=== right_barrel_shifter_seq ===
right_barrel_shifter_seq, zoomed window:
The bar under the picture is 20 um long. Region (9, 9) to (59, 59) um. Cells in grey, sequential cells in the stronger grey; small squares are vias.
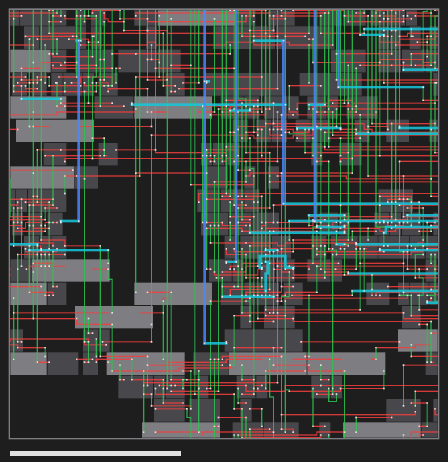
right_barrel_shifter_seq, cells coloured by class:
Fill, decap, tap and diode cells in grey.
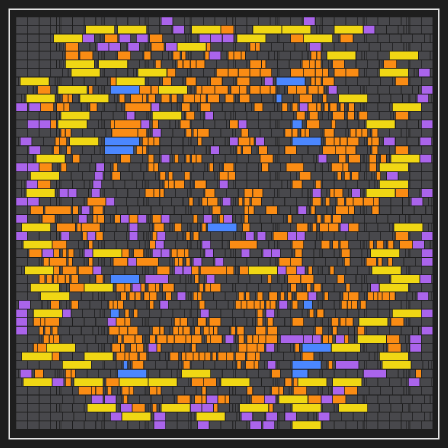
`src/rtl/right_barrel_shifter_seq.sv`:
```
// Iterative logarithmic right shifter (SRL/SRLI zero fill, SRA/SRAI sign fill).
// Latency: result valid 6 edges after the accepting edge (5 stage cycles + result register).
// Backpressure: single operation in flight; result held in DONE until out_ready, no input accept while busy.
//
// Ports:
//   clk, rst         rising-edge clock, asynchronous active-high reset
//   in_valid/ready   operand handshake; water/shift/arith sampled only on accept
//   water            value to shift
//   shift            shift amount, only shift[SHW-1:0] used
//   arith            1 = sign fill, 0 = zero fill
//   out_valid/ready  result handshake
//   wine             shifted result, held until the next operation completes
//   busy             high while an operation is in SHIFT or DONE
module right_barrel_shifter_seq #(
  parameter int WIDTH = 32,
  parameter int SHW   = 5
) (
  input  logic             clk,
  input  logic             rst,
  input  logic             in_valid,
  output logic             in_ready,
  input  logic [WIDTH-1:0] water,
  input  logic [WIDTH-1:0] shift,
  input  logic             arith,
  output logic             out_valid,
  input  logic             out_ready,
  output logic [WIDTH-1:0] wine,
  output logic             busy
);

  // Stage counter runs 0..SHW: values below SHW apply stage k, value SHW
  // commits the accumulator to the output register.
  localparam int KW = $clog2(SHW + 1);

  typedef enum logic [1:0] {
    IDLE  = 2'd0,
    SHIFT = 2'd1,
    DONE  = 2'd2
  } state_t;

  state_t             state_q, state_d;
  logic [WIDTH-1:0]   acc_q, acc_d;
  logic [SHW-1:0]     amt_q, amt_d;
  logic               fill_q, fill_d;
  logic [KW-1:0]      k_q, k_d;
  logic [WIDTH-1:0]   wine_q, wine_d;
  logic               out_valid_q, out_valid_d;
  logic               in_ready_q, in_ready_d;
  logic               busy_q, busy_d;

  // Fill bits are prepended above the accumulator so a plain logical shift
  // of the double-width word pulls them into the vacated upper positions.
  logic [2*WIDTH-1:0] ext_sh;
  logic               stage_en;

  always_comb begin
    ext_sh   = {{WIDTH{fill_q}}, acc_q} >> (32'd1 << k_q);
    stage_en = 1'b0;
    if (k_q < KW'(SHW)) begin
      stage_en = amt_q[k_q];
    end
  end

  always_comb begin
    state_d     = state_q;
    acc_d       = acc_q;
    amt_d       = amt_q;
    fill_d      = fill_q;
    k_d         = k_q;
    wine_d      = wine_q;
    out_valid_d = out_valid_q;
    in_ready_d  = in_ready_q;
    busy_d      = busy_q;

    case (state_q)
      IDLE: begin
        if (in_valid && in_ready_q) begin
          acc_d      = water;
          amt_d      = shift[SHW-1:0];
          // Sign captured now so later changes on water cannot leak in.
          fill_d     = arith & water[WIDTH-1];
          k_d        = '0;
          state_d    = SHIFT;
          in_ready_d = 1'b0;
          busy_d     = 1'b1;
        end
      end

      SHIFT: begin
        if (k_q == KW'(SHW)) begin
          wine_d      = acc_q;
          out_valid_d = 1'b1;
          state_d     = DONE;
        end else begin
          // Every stage takes a cycle even when its amount bit is clear,
          // so latency is independent of the shift amount.
          if (stage_en) begin
            acc_d = ext_sh[WIDTH-1:0];
          end
          k_d = k_q + KW'(1);
        end
      end

      DONE: begin
        if (out_valid_q && out_ready) begin
          out_valid_d = 1'b0;
          state_d     = IDLE;
          in_ready_d  = 1'b1;
          busy_d      = 1'b0;
        end
      end

      default: begin
        state_d     = IDLE;
        out_valid_d = 1'b0;
        in_ready_d  = 1'b1;
        busy_d      = 1'b0;
      end
    endcase
  end

  always_ff @(posedge clk or posedge rst) begin
    if (rst) begin
      state_q     <= IDLE;
      acc_q       <= '0;
      amt_q       <= '0;
      fill_q      <= 1'b0;
      k_q         <= '0;
      wine_q      <= '0;
      out_valid_q <= 1'b0;
      in_ready_q  <= 1'b1;
      busy_q      <= 1'b0;
    end else begin
      state_q     <= state_d;
      acc_q       <= acc_d;
      amt_q       <= amt_d;
      fill_q      <= fill_d;
      k_q         <= k_d;
      wine_q      <= wine_d;
      out_valid_q <= out_valid_d;
      in_ready_q  <= in_ready_d;
      busy_q      <= busy_d;
    end
  end

  assign in_ready  = in_ready_q;
  assign out_valid = out_valid_q;
  assign wine      = wine_q;
  assign busy      = busy_q;

endmodule

```
`config.mk`:
```
export PLATFORM = sky130hd
export DESIGN_NAME = right_barrel_shifter_seq
export DESIGN_NICKNAME = d
export VERILOG_FILES = /design/src/rtl/right_barrel_shifter_seq.sv
export SDC_FILE = /design/constraint.sdc
export NUM_CORES = 1
export LEC_CHECK = 0
export ABC_CLOCK_PERIOD_IN_PS = 3300
export CAP_MARGIN = 30
export CORE_MARGIN = 1.5
export CORE_UTILIZATION = 33
export DETAILED_ROUTE_END_ITERATION = 10
export PLACE_DENSITY = 0.51
export SLEW_MARGIN = 20
export SYNTH_ARGS = -nofsm -noshare
export SYNTH_HDL_FRONTEND = slang
export SYNTH_SLANG_ARGS = --single-unit
```
`constraint.sdc`:
```
create_clock -name clk -period 3.3 [get_ports clk]
set_input_delay 0.825 -clock clk [delete_from_list [all_inputs] [get_ports clk]]
set_output_delay 0.825 -clock clk [all_outputs]
set_load 0.005 [all_outputs]
```
==> Implementation_results.wiki <==
== Metrics ==
{| class="wikitable"
! Metric !! Value
|-
| Aoi share || 26.0%
|-
| Worst setup path startpoint || k_q[1]
|-
| Result of the run || complete, no violations
|-
| Clock slew at the register clock pins of the worst setup and hold paths || approximately 0.060 ns
|-
| Post-Synthesis Net Count || ~740
|-
| Power spent charging and discharging nets || roughly 0.0044 W
|-
| Worst setup skew after layout || 0.00646 ns
|-
| Number of post-CTS setup repair buffers || 0
|-
| Combinational-cell power consumption || 0.00631 W
|-
| Post-synthesis cell area || 5790 um^2
|-
| Worst Path Buf+Inv || 1
|-
| Critical Path End Type || register
|-
| Num Clock Sinks || 78
|-
| Minimum period implied by the final worst setup slack || 2.97 ns
|-
| Core occupancy in the finished layout || between 40% and 50%
|-
| Flop+latch power || 0.00191 W
|-
| Synth mux share || between 15 and 20%
|-
| Unrepaired setup endpoints after global routing || no
|-
| Global-route congestion overflow total || 0
|-
| Clock buffers created by TritonCTS || 9
|-
| Die Size || ~18000 um^2
|-
| Most common library cells after synthesis || dfrtp_1, nand2_1, nor2_1, a21oi_1, mux2_2
|-
| Total number of cells along the worst setup path || 8
|}
Notes on 'zoomed window' of right_barrel_shifter_seq above:
layer	colour
metal 1	red
metal 3	cyan
metal 2	green
metal 4	blue
sequential cells in the window	15
cells with their middle in the window	153
most frequent	nand2_1 (15), dfrtp_1 (15), nor2_1 (14)
netlist names of flops here include	`acc_q` (4), `wine` (4), `k_q` (3)

Notes on 'cells coloured by class' of right_barrel_shifter_seq above:
class	colour	cells	share of their area
remaining buffers and delay cells	purple	158	20%
clock drivers and dummy loads	blue	16	4.2%
combinational and other logic	orange	529	49%
sequential cells	yellow	78	27%

==> cell type report <==
type | count | area [um^2]
Fill cell | 1709 | 9690
Multi-Input combinational cell | 520 | 3550
Sequential cell | 78 | 1950
Timing Repair Buffer | 158 | 1430
Tap cell | 225 | 282
Clock buffer | 11 | 243
Clock inverter | 5 | 58.8
Inverter | 9 | 35.0
==> metal layers <==
metal  part of all wire, %  routed length, um  GRT usage [%]  vias up
li1                      -                  -              -     2733
met1                    44              10600           36.4     2981
met2                    46              10900           41.7      275
met3                   7.1               1690           5.35       45
met4                   3.2                767           12.2        0
met5                     0                  0              0        -

=== sample_packer ===
sample_packer, wiring by layer:
The bar under the picture is 20 um long. Only two layers are drawn.
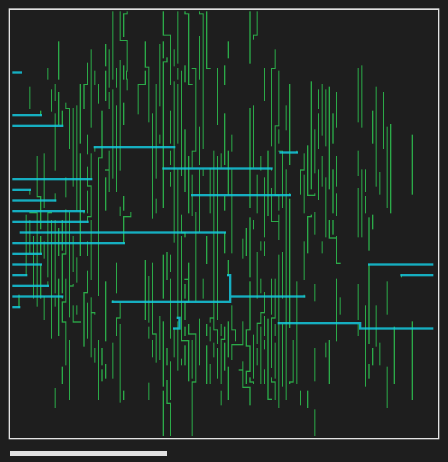
sample_packer, wire density map:
The bar under the picture is 20 um long. 11 x 11 tiles, from black (low) to pale yellow (high), scaled to the fullest tile. Values are wire area over tile area, all layers added.
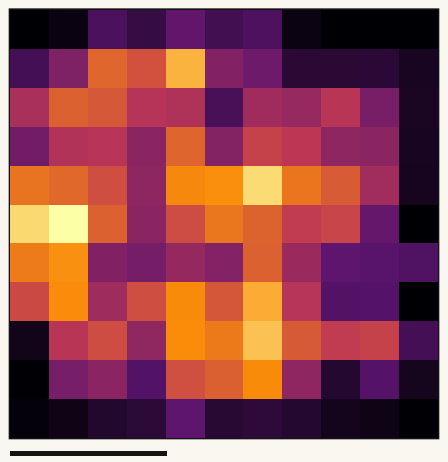
File: config.mk
export PLATFORM = sky130hd
export DESIGN_NAME = sample_packer
export DESIGN_NICKNAME = d
export VERILOG_FILES = /design/src/rtl/sample_packer.sv
export SDC_FILE = /design/constraint.sdc
export NUM_CORES = 1
export LEC_CHECK = 0
export ABC_CLOCK_PERIOD_IN_PS = 2300
export CAP_MARGIN = 20
export CORE_MARGIN = 2
export CORE_UTILIZATION = 65
export CTS_BUF_LIST = sky130_fd_sc_hd__clkbuf_4
export CTS_CLUSTER_SIZE = 28
export DETAILED_ROUTE_END_ITERATION = 7
export DONT_BUFFER_PORTS = 1
export PLACE_DENSITY = 0.81
export SETUP_SLACK_MARGIN = 0.5
export SYNTH_ARGS = -nofsm -noshare
export SYNTH_HDL_FRONTEND = slang
export SYNTH_SLANG_ARGS = --single-unit
File: constraint.sdc
create_clock -name clk -period 2.3 [get_ports clk]
set_input_delay 0.345 -clock clk [delete_from_list [all_inputs] [get_ports clk]]
set_output_delay 0.345 -clock clk [all_outputs]
set_load 0.1 [all_outputs]
File: src/rtl/sample_packer.sv
`default_nettype none
// ============================================================================
//  Module      : sample_packer
//  Description : Pops WIDTH-bit samples from an upstream FIFO and serialises
//                each frame as a byte stream: a header byte carrying the
//                sticky FIFO error flag, then every sample little-endian.
//                Defining SAMPLE_PACKER_CHECKSUM_EN appends an XOR checksum
//                byte covering every byte of the frame.
//  Revision    : 1.0 - initial release
// ============================================================================
module sample_packer #(
    parameter int WIDTH             = 16,
    parameter int SAMPLES_PER_FRAME = 32
) (
    input  logic             clk,
    input  logic             rst,
    input  logic             en,
    input  logic [WIDTH-1:0] fifo_data,
    input  logic             fifo_error,
    output logic             fifo_ready,
    output logic [7:0]       tx_data,
    output logic             tx_valid,
    input  logic             tx_ready,
    output logic             busy
);

    localparam int                  c_NBYTES    = (WIDTH + 7) / 8;
    localparam int                  c_SHIFT_W   = c_NBYTES * 8;
    localparam int                  c_BCNT_W    = $clog2(c_NBYTES + 1);
    localparam logic [c_BCNT_W-1:0] c_LAST_BYTE = c_BCNT_W'(c_NBYTES - 1);
    localparam logic [7:0]          c_SPF       = 8'(SAMPLES_PER_FRAME);
    localparam logic [6:0]          c_SYNC      = 7'b1010010;
    localparam logic [1:0]          c_GUARD_MIN = 2'd2;

    typedef enum logic [2:0] {
        S_IDLE    = 3'd0,
        S_HEADER  = 3'd1,
        S_GUARD   = 3'd2,
        S_CAPTURE = 3'd3,
        S_BYTES   = 3'd4
`ifdef SAMPLE_PACKER_CHECKSUM_EN
        ,
        S_CHECKSUM = 3'd5
`endif
    } state_t;

    state_t                r_state;
    logic                  r_err;
    logic [7:0]            r_sample_cnt;
    logic [c_BCNT_W-1:0]   r_byte_cnt;
    logic [1:0]            r_guard;
    logic [c_SHIFT_W-1:0]  r_shift;
`ifdef SAMPLE_PACKER_CHECKSUM_EN
    logic [7:0]            r_csum;
`endif

    logic [c_SHIFT_W-1:0]  w_sample_ext;
    logic [c_SHIFT_W-1:0]  w_shift_next;
    logic                  w_tx_fire;
    logic                  w_last_byte;

    assign w_sample_ext = c_SHIFT_W'(fifo_data);
    assign w_shift_next = r_shift >> 8;
    assign w_tx_fire    = tx_valid & tx_ready;
    assign w_last_byte  = (r_byte_cnt == c_LAST_BYTE);

    always_ff @(posedge clk) begin
        if (rst) begin
            r_state      <= S_IDLE;
            fifo_ready   <= 1'b0;
            tx_valid     <= 1'b0;
            tx_data      <= 8'h00;
            busy         <= 1'b0;
            r_err        <= 1'b0;
            r_sample_cnt <= 8'd0;
            r_byte_cnt   <= '0;
            r_guard      <= 2'd0;
            r_shift      <= '0;
`ifdef SAMPLE_PACKER_CHECKSUM_EN
            r_csum       <= 8'h00;
`endif
        end else begin
            fifo_ready <= 1'b0;

            // Cycles since the last pop, saturating once the FIFO has settled.
            if (r_guard != c_GUARD_MIN) begin
                r_guard <= r_guard + 2'd1;
            end

            if (fifo_error) begin
                r_err <= 1'b1;
            end

`ifdef SAMPLE_PACKER_CHECKSUM_EN
            if (w_tx_fire) begin
                r_csum <= r_csum ^ tx_data;
            end
`endif

            case (r_state)
                S_IDLE: begin
                    if (en) begin
                        r_state      <= S_HEADER;
                        busy         <= 1'b1;
                        tx_valid     <= 1'b1;
                        tx_data      <= {c_SYNC, r_err | fifo_error};
                        r_sample_cnt <= 8'd0;
`ifdef SAMPLE_PACKER_CHECKSUM_EN
                        r_csum       <= 8'h00;
`endif
                    end
                end

                S_HEADER: begin
                    if (w_tx_fire) begin
                        r_state  <= S_GUARD;
                        tx_valid <= 1'b0;
                        // A new error in the handshake cycle stays latched.
                        if (!fifo_error) begin
                            r_err <= 1'b0;
                        end
                    end
                end

                S_GUARD: begin
                    if (r_guard == c_GUARD_MIN) begin
                        r_state    <= S_CAPTURE;
                        fifo_ready <= 1'b1;
                        r_guard    <= 2'd0;
                    end
                end

                S_CAPTURE: begin
                    r_state      <= S_BYTES;
                    r_shift      <= w_sample_ext;
                    r_byte_cnt   <= '0;
                    r_sample_cnt <= r_sample_cnt + 8'd1;
                    tx_data      <= w_sample_ext[7:0];
                    tx_valid     <= 1'b1;
                end

                S_BYTES: begin
                    if (w_tx_fire) begin
                        r_shift <= w_shift_next;
                        if (w_last_byte) begin
                            if (r_sample_cnt != c_SPF) begin
                                r_state  <= S_GUARD;
                                tx_valid <= 1'b0;
                            end else begin
`ifdef SAMPLE_PACKER_CHECKSUM_EN
                                // Fold in the byte being accepted right now.
                                r_state <= S_CHECKSUM;
                                tx_data <= r_csum ^ tx_data;
`else
                                r_state  <= S_IDLE;
                                tx_valid <= 1'b0;
                                busy     <= 1'b0;
`endif
                            end
                        end else begin
                            r_byte_cnt <= r_byte_cnt + c_BCNT_W'(1);
                            tx_data    <= w_shift_next[7:0];
                        end
                    end
                end

`ifdef SAMPLE_PACKER_CHECKSUM_EN
                S_CHECKSUM: begin
                    if (w_tx_fire) begin
                        r_state  <= S_IDLE;
                        tx_valid <= 1'b0;
                        busy     <= 1'b0;
                    end
                end
`endif

                default: begin
                    r_state  <= S_IDLE;
                    tx_valid <= 1'b0;
                    busy     <= 1'b0;
                end
            endcase
        end
    end

endmodule
`default_nettype wire
==> Implementation_results.wiki <==
== Metrics ==
{| class="wikitable"
! Metric !! Value
|-
| Result of the run || complete, no violations
|-
| Synth mux share || under 10%
|-
| Hold Worst Slack || 0.0690 ns
|-
| Area fraction of clock buffers and clock inverters || 2.88%
|-
| Core occupancy in the finished layout || 74.2%
|-
| Clock H-tree levels || 2
|-
| Crit Path Class || register to register
|-
| Critical path cell sequence || or3b_1 > a2111oi_4 > xnor2_1 > nor2_2
|-
| Synth Flop Type || dfxtp_1
|-
| Clk ins delay skew pair || 0.33 ns
|-
| Critical Path End Type || register
|-
| Dominant kind of cell || multi-input combinational cells
|-
| Core utilization before placement || between 60% and 70%
|-
| Final max-slew violation count || 0
|-
| Yosys cell count || 187
|}
## Picture notes: 'wiring by layer' of sample_packer
layer	colour	wire length
metal 3	cyan	207 um
metal 2	green	1700 um

## Picture notes: 'wire density map' of sample_packer
emptiest ninth of the die	upper right
tiles over half the peak	35%
fullest tile	0.48
average wire per cell in the routed design: 15.2 um
via total after detailed routing: 1373
All-Layer GR Usage: 26.0%

==> synth_stat cells, drive strengths merged (2+ instances only) <==
cell    instances
nor2           37
dfxtp          35
a22oi          12
a21oi           9
a211oi          8
inv             8
nand2           8
clkbuf          7
buf             6
ha              6
nor3            6
xnor2           5
a221oi          3
nand3           3
nand4b          3
nor4            3
a31oi           2
nand2b          2
nand3b          2
o21ai           2
or3b            2
xor2            2
==> sequential cells by signal, indices dropped and copies added (netlist names), 2 cells and up <==
register      flops
r_state           3
r_guard           2
r_sample_cnt      8
r_byte_cnt        2
tx_data           8
r_shift           8

=== spmv_row_scheduler_flat ===
File: config.mk
export PLATFORM = sky130hd
export DESIGN_NAME = spmv_row_scheduler_flat
export DESIGN_NICKNAME = d
export VERILOG_FILES = /design/src/rtl/spmv_sched_pkg.sv /design/src/rtl/spmv_row_scheduler_if.sv /design/src/rtl/spmv_row_scheduler.sv /design/src/flat_wrapper.sv
export SDC_FILE = /design/constraint.sdc
export NUM_CORES = 1
export LEC_CHECK = 0
export ABC_AREA = 1
export CAP_MARGIN = 20
export CORE_UTILIZATION = 62
export DETAILED_ROUTE_END_ITERATION = 10
export PLACE_DENSITY = 0.85
export SLEW_MARGIN = 20
export SYNTH_ARGS = -nofsm -noshare
export SYNTH_HDL_FRONTEND = slang
export SYNTH_SLANG_ARGS = --single-unit
File: constraint.sdc
create_clock -name clk -period 9 [get_ports clk]
set_input_delay 1.35 -clock clk [delete_from_list [all_inputs] [get_ports clk]]
set_output_delay 1.35 -clock clk [all_outputs]
set_load 0.01 [all_outputs]
File: src/rtl/spmv_sched_pkg.sv
// rtl/spmv_sched_pkg.sv - shared state encoding and widths for the SpMV row scheduler
package spmv_sched_pkg;

    localparam int CNT_W_DEF = 32;
    localparam int BEAT_W    = 256;

    typedef enum logic [2:0] {
        S_IDLE,
        S_CMD,
        S_FIRST,
        S_ROWS,
        S_DRAIN,
        S_DONE
    } state_e;

endpackage

File: src/rtl/spmv_row_scheduler_if.sv
// rtl/spmv_row_scheduler_if.sv - row-pointer in, TIMES out, Xi read command and kernel beat monitor
interface spmv_row_scheduler_if
    import spmv_sched_pkg::*;
#(
    parameter int CNT_W = CNT_W_DEF
);
    logic [CNT_W-1:0] s_rowptr_tdata;
    logic             s_rowptr_tvalid;
    logic             s_rowptr_tready;
    logic [CNT_W-1:0] m_times_tdata;
    logic             m_times_tvalid;
    logic             m_times_tready;
    logic             read_begin;
    logic [CNT_W-1:0] read_length;
    logic             kout_valid;
    logic             kout_ready;

    modport master (
        input  s_rowptr_tdata, s_rowptr_tvalid,
        output s_rowptr_tready,
        output m_times_tdata, m_times_tvalid,
        input  m_times_tready,
        output read_begin, read_length,
        input  kout_valid, kout_ready
    );

    modport slave (
        output s_rowptr_tdata, s_rowptr_tvalid,
        input  s_rowptr_tready,
        input  m_times_tdata, m_times_tvalid,
        output m_times_tready,
        input  read_begin, read_length,
        output kout_valid, kout_ready
    );

endinterface

File: src/rtl/spmv_row_scheduler.sv
// rtl/spmv_row_scheduler.sv - turns CSR row pointers into per-row NNZ counts and tracks pass completion
module spmv_row_scheduler
    import spmv_sched_pkg::*;
#(
    parameter int CNT_W = CNT_W_DEF
) (
    input  logic             clk,
    input  logic             rstn,
    input  logic             start,
    input  logic [CNT_W-1:0] num_rows,
    input  logic [CNT_W-1:0] nnz_total,
    input  logic [CNT_W-1:0] expected_beats,
    spmv_row_scheduler_if.master bus,
    output logic             busy,
    output logic             done,
    output logic             error,
    output logic [CNT_W-1:0] rows_issued
);

    localparam logic [CNT_W-1:0] ONE = {{(CNT_W-1){1'b0}}, 1'b1};

    state_e           state_q, state_d;
    logic [CNT_W-1:0] num_rows_q, num_rows_d;
    logic [CNT_W-1:0] nnz_q, nnz_d;
    logic [CNT_W-1:0] exp_beats_q, exp_beats_d;
    logic [CNT_W-1:0] prev_q, prev_d;
    logic [CNT_W-1:0] base_q, base_d;
    logic [CNT_W-1:0] row_cnt_q, row_cnt_d;
    logic [CNT_W-1:0] beat_cnt_q, beat_cnt_d;
    logic [CNT_W-1:0] rows_issued_q, rows_issued_d;
    logic [CNT_W-1:0] times_data_q, times_data_d;
    logic             times_valid_q, times_valid_d;
    logic             error_q, error_d;

    logic rowptr_ready;
    logic ptr_fire;
    logic times_fire;
    logic beat_fire;

    always_comb begin
        rowptr_ready = (state_q == S_FIRST) ||
                       ((state_q == S_ROWS) && (!times_valid_q || bus.m_times_tready));
        ptr_fire     = rowptr_ready && bus.s_rowptr_tvalid;
        times_fire   = times_valid_q && bus.m_times_tready;
        beat_fire    = bus.kout_valid && bus.kout_ready;
    end

    always_comb begin
        state_d       = state_q;
        num_rows_d    = num_rows_q;
        nnz_d         = nnz_q;
        exp_beats_d   = exp_beats_q;
        prev_d        = prev_q;
        base_d        = base_q;
        row_cnt_d     = row_cnt_q;
        beat_cnt_d    = beat_cnt_q;
        rows_issued_d = rows_issued_q;
        times_data_d  = times_data_q;
        times_valid_d = times_valid_q;
        error_d       = error_q;

        if (times_fire) begin
            times_valid_d = 1'b0;
            rows_issued_d = rows_issued_q + ONE;
        end

        // Any beat past the expected count means the kernel over-produced.
        if ((state_q != S_IDLE) && beat_fire) begin
            if (beat_cnt_q >= exp_beats_q) error_d = 1'b1;
            if (beat_cnt_q != '1) beat_cnt_d = beat_cnt_q + ONE;
        end

        case (state_q)
            S_IDLE: begin
                if (start) begin
                    num_rows_d    = num_rows;
                    nnz_d         = nnz_total;
                    exp_beats_d   = expected_beats;
                    prev_d        = '0;
                    base_d        = '0;
                    row_cnt_d     = '0;
                    beat_cnt_d    = '0;
                    rows_issued_d = '0;
                    error_d       = 1'b0;
                    if (num_rows == '0) begin
                        error_d = (nnz_total != '0);
                        state_d = S_DONE;
                    end else begin
                        state_d = S_CMD;
                    end
                end
            end
            S_CMD: state_d = S_FIRST;
            S_FIRST: begin
                if (ptr_fire) begin
                    prev_d  = bus.s_rowptr_tdata;
                    base_d  = bus.s_rowptr_tdata;
                    state_d = S_ROWS;
                end
            end
            S_ROWS: begin
                if (ptr_fire) begin
                    if (bus.s_rowptr_tdata >= prev_q) begin
                        times_data_d = bus.s_rowptr_tdata - prev_q;
                    end else begin
                        times_data_d = '0;
                        error_d      = 1'b1;
                    end
                    times_valid_d = 1'b1;
                    prev_d        = bus.s_rowptr_tdata;
                    row_cnt_d     = row_cnt_q + ONE;
                    if (row_cnt_q + ONE == num_rows_q) state_d = S_DRAIN;
                end
            end
            S_DRAIN: begin
                // Look ahead at this cycle's handshakes so a coincident last beat costs no extra cycle.
                if ((!times_valid_q || bus.m_times_tready) && (beat_cnt_d >= exp_beats_q)) begin
                    if (prev_q - base_q != nnz_q) error_d = 1'b1;
                    state_d = S_DONE;
                end
            end
            S_DONE:  state_d = S_IDLE;
            default: state_d = S_IDLE;
        endcase
    end

    always_ff @(posedge clk or negedge rstn) begin
        if (!rstn) begin
            state_q       <= S_IDLE;
            num_rows_q    <= '0;
            nnz_q         <= '0;
            exp_beats_q   <= '0;
            prev_q        <= '0;
            base_q        <= '0;
            row_cnt_q     <= '0;
            beat_cnt_q    <= '0;
            rows_issued_q <= '0;
            times_data_q  <= '0;
            times_valid_q <= 1'b0;
            error_q       <= 1'b0;
        end else begin
            state_q       <= state_d;
            num_rows_q    <= num_rows_d;
            nnz_q         <= nnz_d;
            exp_beats_q   <= exp_beats_d;
            prev_q        <= prev_d;
            base_q        <= base_d;
            row_cnt_q     <= row_cnt_d;
            beat_cnt_q    <= beat_cnt_d;
            rows_issued_q <= rows_issued_d;
            times_data_q  <= times_data_d;
            times_valid_q <= times_valid_d;
            error_q       <= error_d;
        end
    end

    assign bus.s_rowptr_tready = rowptr_ready;
    assign bus.m_times_tdata   = times_data_q;
    assign bus.m_times_tvalid  = times_valid_q;
    assign bus.read_begin      = (state_q == S_CMD);
    assign bus.read_length     = nnz_q;

    assign busy        = (state_q == S_CMD) || (state_q == S_FIRST) ||
                         (state_q == S_ROWS) || (state_q == S_DRAIN);
    assign done        = (state_q == S_DONE);
    assign error       = error_q;
    assign rows_issued = rows_issued_q;

endmodule

File: src/flat_wrapper.sv
// flat-port wrapper written by rule: the top's interface ports become plain ports
module spmv_row_scheduler_flat import spmv_sched_pkg::*;
#(
    parameter int CNT_W = CNT_W_DEF
)
  (clk, rstn, start, num_rows, nnz_total, expected_beats, busy, done, error, rows_issued, bus_s_rowptr_tdata, bus_s_rowptr_tvalid, bus_s_rowptr_tready, bus_m_times_tdata, bus_m_times_tvalid, bus_m_times_tready, bus_read_begin, bus_read_length, bus_kout_valid, bus_kout_ready);
  spmv_row_scheduler_if #(.CNT_W(CNT_W)) bus_i ();
  input  logic clk;
  input  logic rstn;
  input  logic start;
  input  logic [CNT_W-1:0] num_rows;
  input  logic [CNT_W-1:0] nnz_total;
  input  logic [CNT_W-1:0] expected_beats;
  output logic busy;
  output logic done;
  output logic error;
  output logic [CNT_W-1:0] rows_issued;
  input wire logic [$bits(bus_i.s_rowptr_tdata)-1:0] bus_s_rowptr_tdata;
  input wire logic [$bits(bus_i.s_rowptr_tvalid)-1:0] bus_s_rowptr_tvalid;
  output wire logic [$bits(bus_i.s_rowptr_tready)-1:0] bus_s_rowptr_tready;
  output wire logic [$bits(bus_i.m_times_tdata)-1:0] bus_m_times_tdata;
  output wire logic [$bits(bus_i.m_times_tvalid)-1:0] bus_m_times_tvalid;
  input wire logic [$bits(bus_i.m_times_tready)-1:0] bus_m_times_tready;
  output wire logic [$bits(bus_i.read_begin)-1:0] bus_read_begin;
  output wire logic [$bits(bus_i.read_length)-1:0] bus_read_length;
  input wire logic [$bits(bus_i.kout_valid)-1:0] bus_kout_valid;
  input wire logic [$bits(bus_i.kout_ready)-1:0] bus_kout_ready;
  assign bus_i.s_rowptr_tdata = bus_s_rowptr_tdata;
  assign bus_i.s_rowptr_tvalid = bus_s_rowptr_tvalid;
  assign bus_s_rowptr_tready = bus_i.s_rowptr_tready;
  assign bus_m_times_tdata = bus_i.m_times_tdata;
  assign bus_m_times_tvalid = bus_i.m_times_tvalid;
  assign bus_i.m_times_tready = bus_m_times_tready;
  assign bus_read_begin = bus_i.read_begin;
  assign bus_read_length = bus_i.read_length;
  assign bus_i.kout_valid = bus_kout_valid;
  assign bus_i.kout_ready = bus_kout_ready;
  spmv_row_scheduler #(.CNT_W(CNT_W)) u_core (.clk(clk), .rstn(rstn), .start(start), .num_rows(num_rows), .nnz_total(nnz_total), .expected_beats(expected_beats), .bus(bus_i), .busy(busy), .done(done), .error(error), .rows_issued(rows_issued));
endmodule
spmv_row_scheduler_flat, cells coloured by class:
Fill, decap, tap and diode cells in grey.
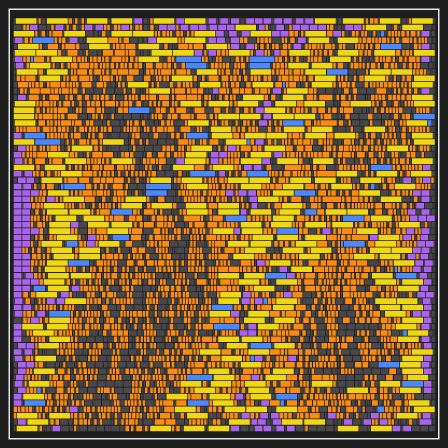
class	colour	cells	share of their area
remaining buffers and delay cells	purple	244	10%
sequential cells	yellow	293	31%
clock drivers and dummy loads	blue	57	4.7%
combinational and other logic	orange	2538	54%

spmv_row_scheduler_flat, cell outlines without signal wires:
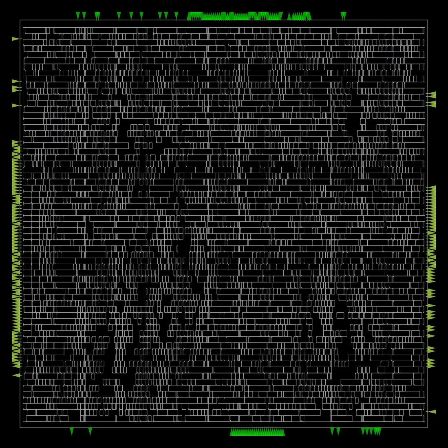
sequential cells: 293
sequential share of cell area: 30.3%
number of well taps: 435
non-filler cells, final: 3574
Filler cells: 2414

spmv_row_scheduler_flat, zoomed window:
The bar under the picture is 20 um long. Region (21, 21) to (71, 71) um. Cells in grey, sequential cells in the stronger grey; small squares are vias.
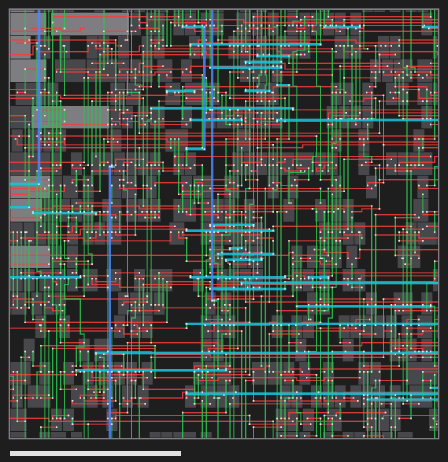
layer	colour
metal 3	cyan
metal 1	red
metal 4	blue
metal 2	green
sequential cells in the window	4
most frequent	nand2_1 (134), inv_1 (58), nand3_1 (30)
cells with their middle in the window	293
netlist names of flops here include	`u_core.bus.read_length` (4)

-- through the flow --
stage	hold slack, ns	worst slack, ns	instances	total power [W]	utilization, %
after CTS	0.484	3.86	3567	0.00893	75.7
after global placement	0.463	3.39	3510	0.00728	72.2
after detailed placement	0.465	3.26	3510	0.00744	72.2
after floorplan	0.455	5.07	2892	0.00585	-
final	0.483	3.77	3574	0.00902	75.8
after global routing	0.503	3.35	3574	0.00982	75.8
==> Implementation_results.wiki <==
== Metrics ==
{| class="wikitable"
! Metric !! Value
|-
| Worst setup path startpoint || bus_kout_valid
|-
| Number of antenna repair diodes || 7
|-
| Cell resize tally after clock tree synthesis || 0
|-
| Dominant kind of cell || multi-input combinational cells
|-
| Minimum period implied by the final worst setup slack || roughly 5.2 ns
|-
| Data arrival time of the critical path || 5.72 ns
|-
| Pin slew with the least headroom to its limit || 1.02 ns
|-
| Synth mux share || 0%
|-
| Half-perimeter wire length after placement || 45.5 mm
|-
| Aggregate routed wire length || 60.4 mm
|-
| Power spent charging and discharging nets || 0.00446 W
|-
| Register-to-register setup slack || 4.32 ns
|-
| Wire length of the first global-routing pass || 97.7 mm
|-
| Endpoint of the most critical setup path || u_core.state_q[1]
|-
| Flop+latch power || 0.00208 W
|-
| Post-Syn Instances || roughly 2900
|-
| Post-Synthesis Net Count || 3159
|-
| Data required time of the worst path || 9.49 ns
|-
| Post-route standard cell area excluding fillers || 24200 um^2
|-
| Worst Hold Path Cells || 1
|-
| Global-route congestion overflow total || 0
|-
| Critical-path cell with the highest stage delay || nor2_2
|-
| Result of the run || complete, no violations
|-
| Biggest area contributors in the synthesized netlist || dfrtp_1, nand2_1, inv_1, ha_1, o21ai_0
|-
| Simple-gate share of the synthesized area || a little under a third
|}

Power figures rest on the tool's default switching activity, not on a simulated workload.
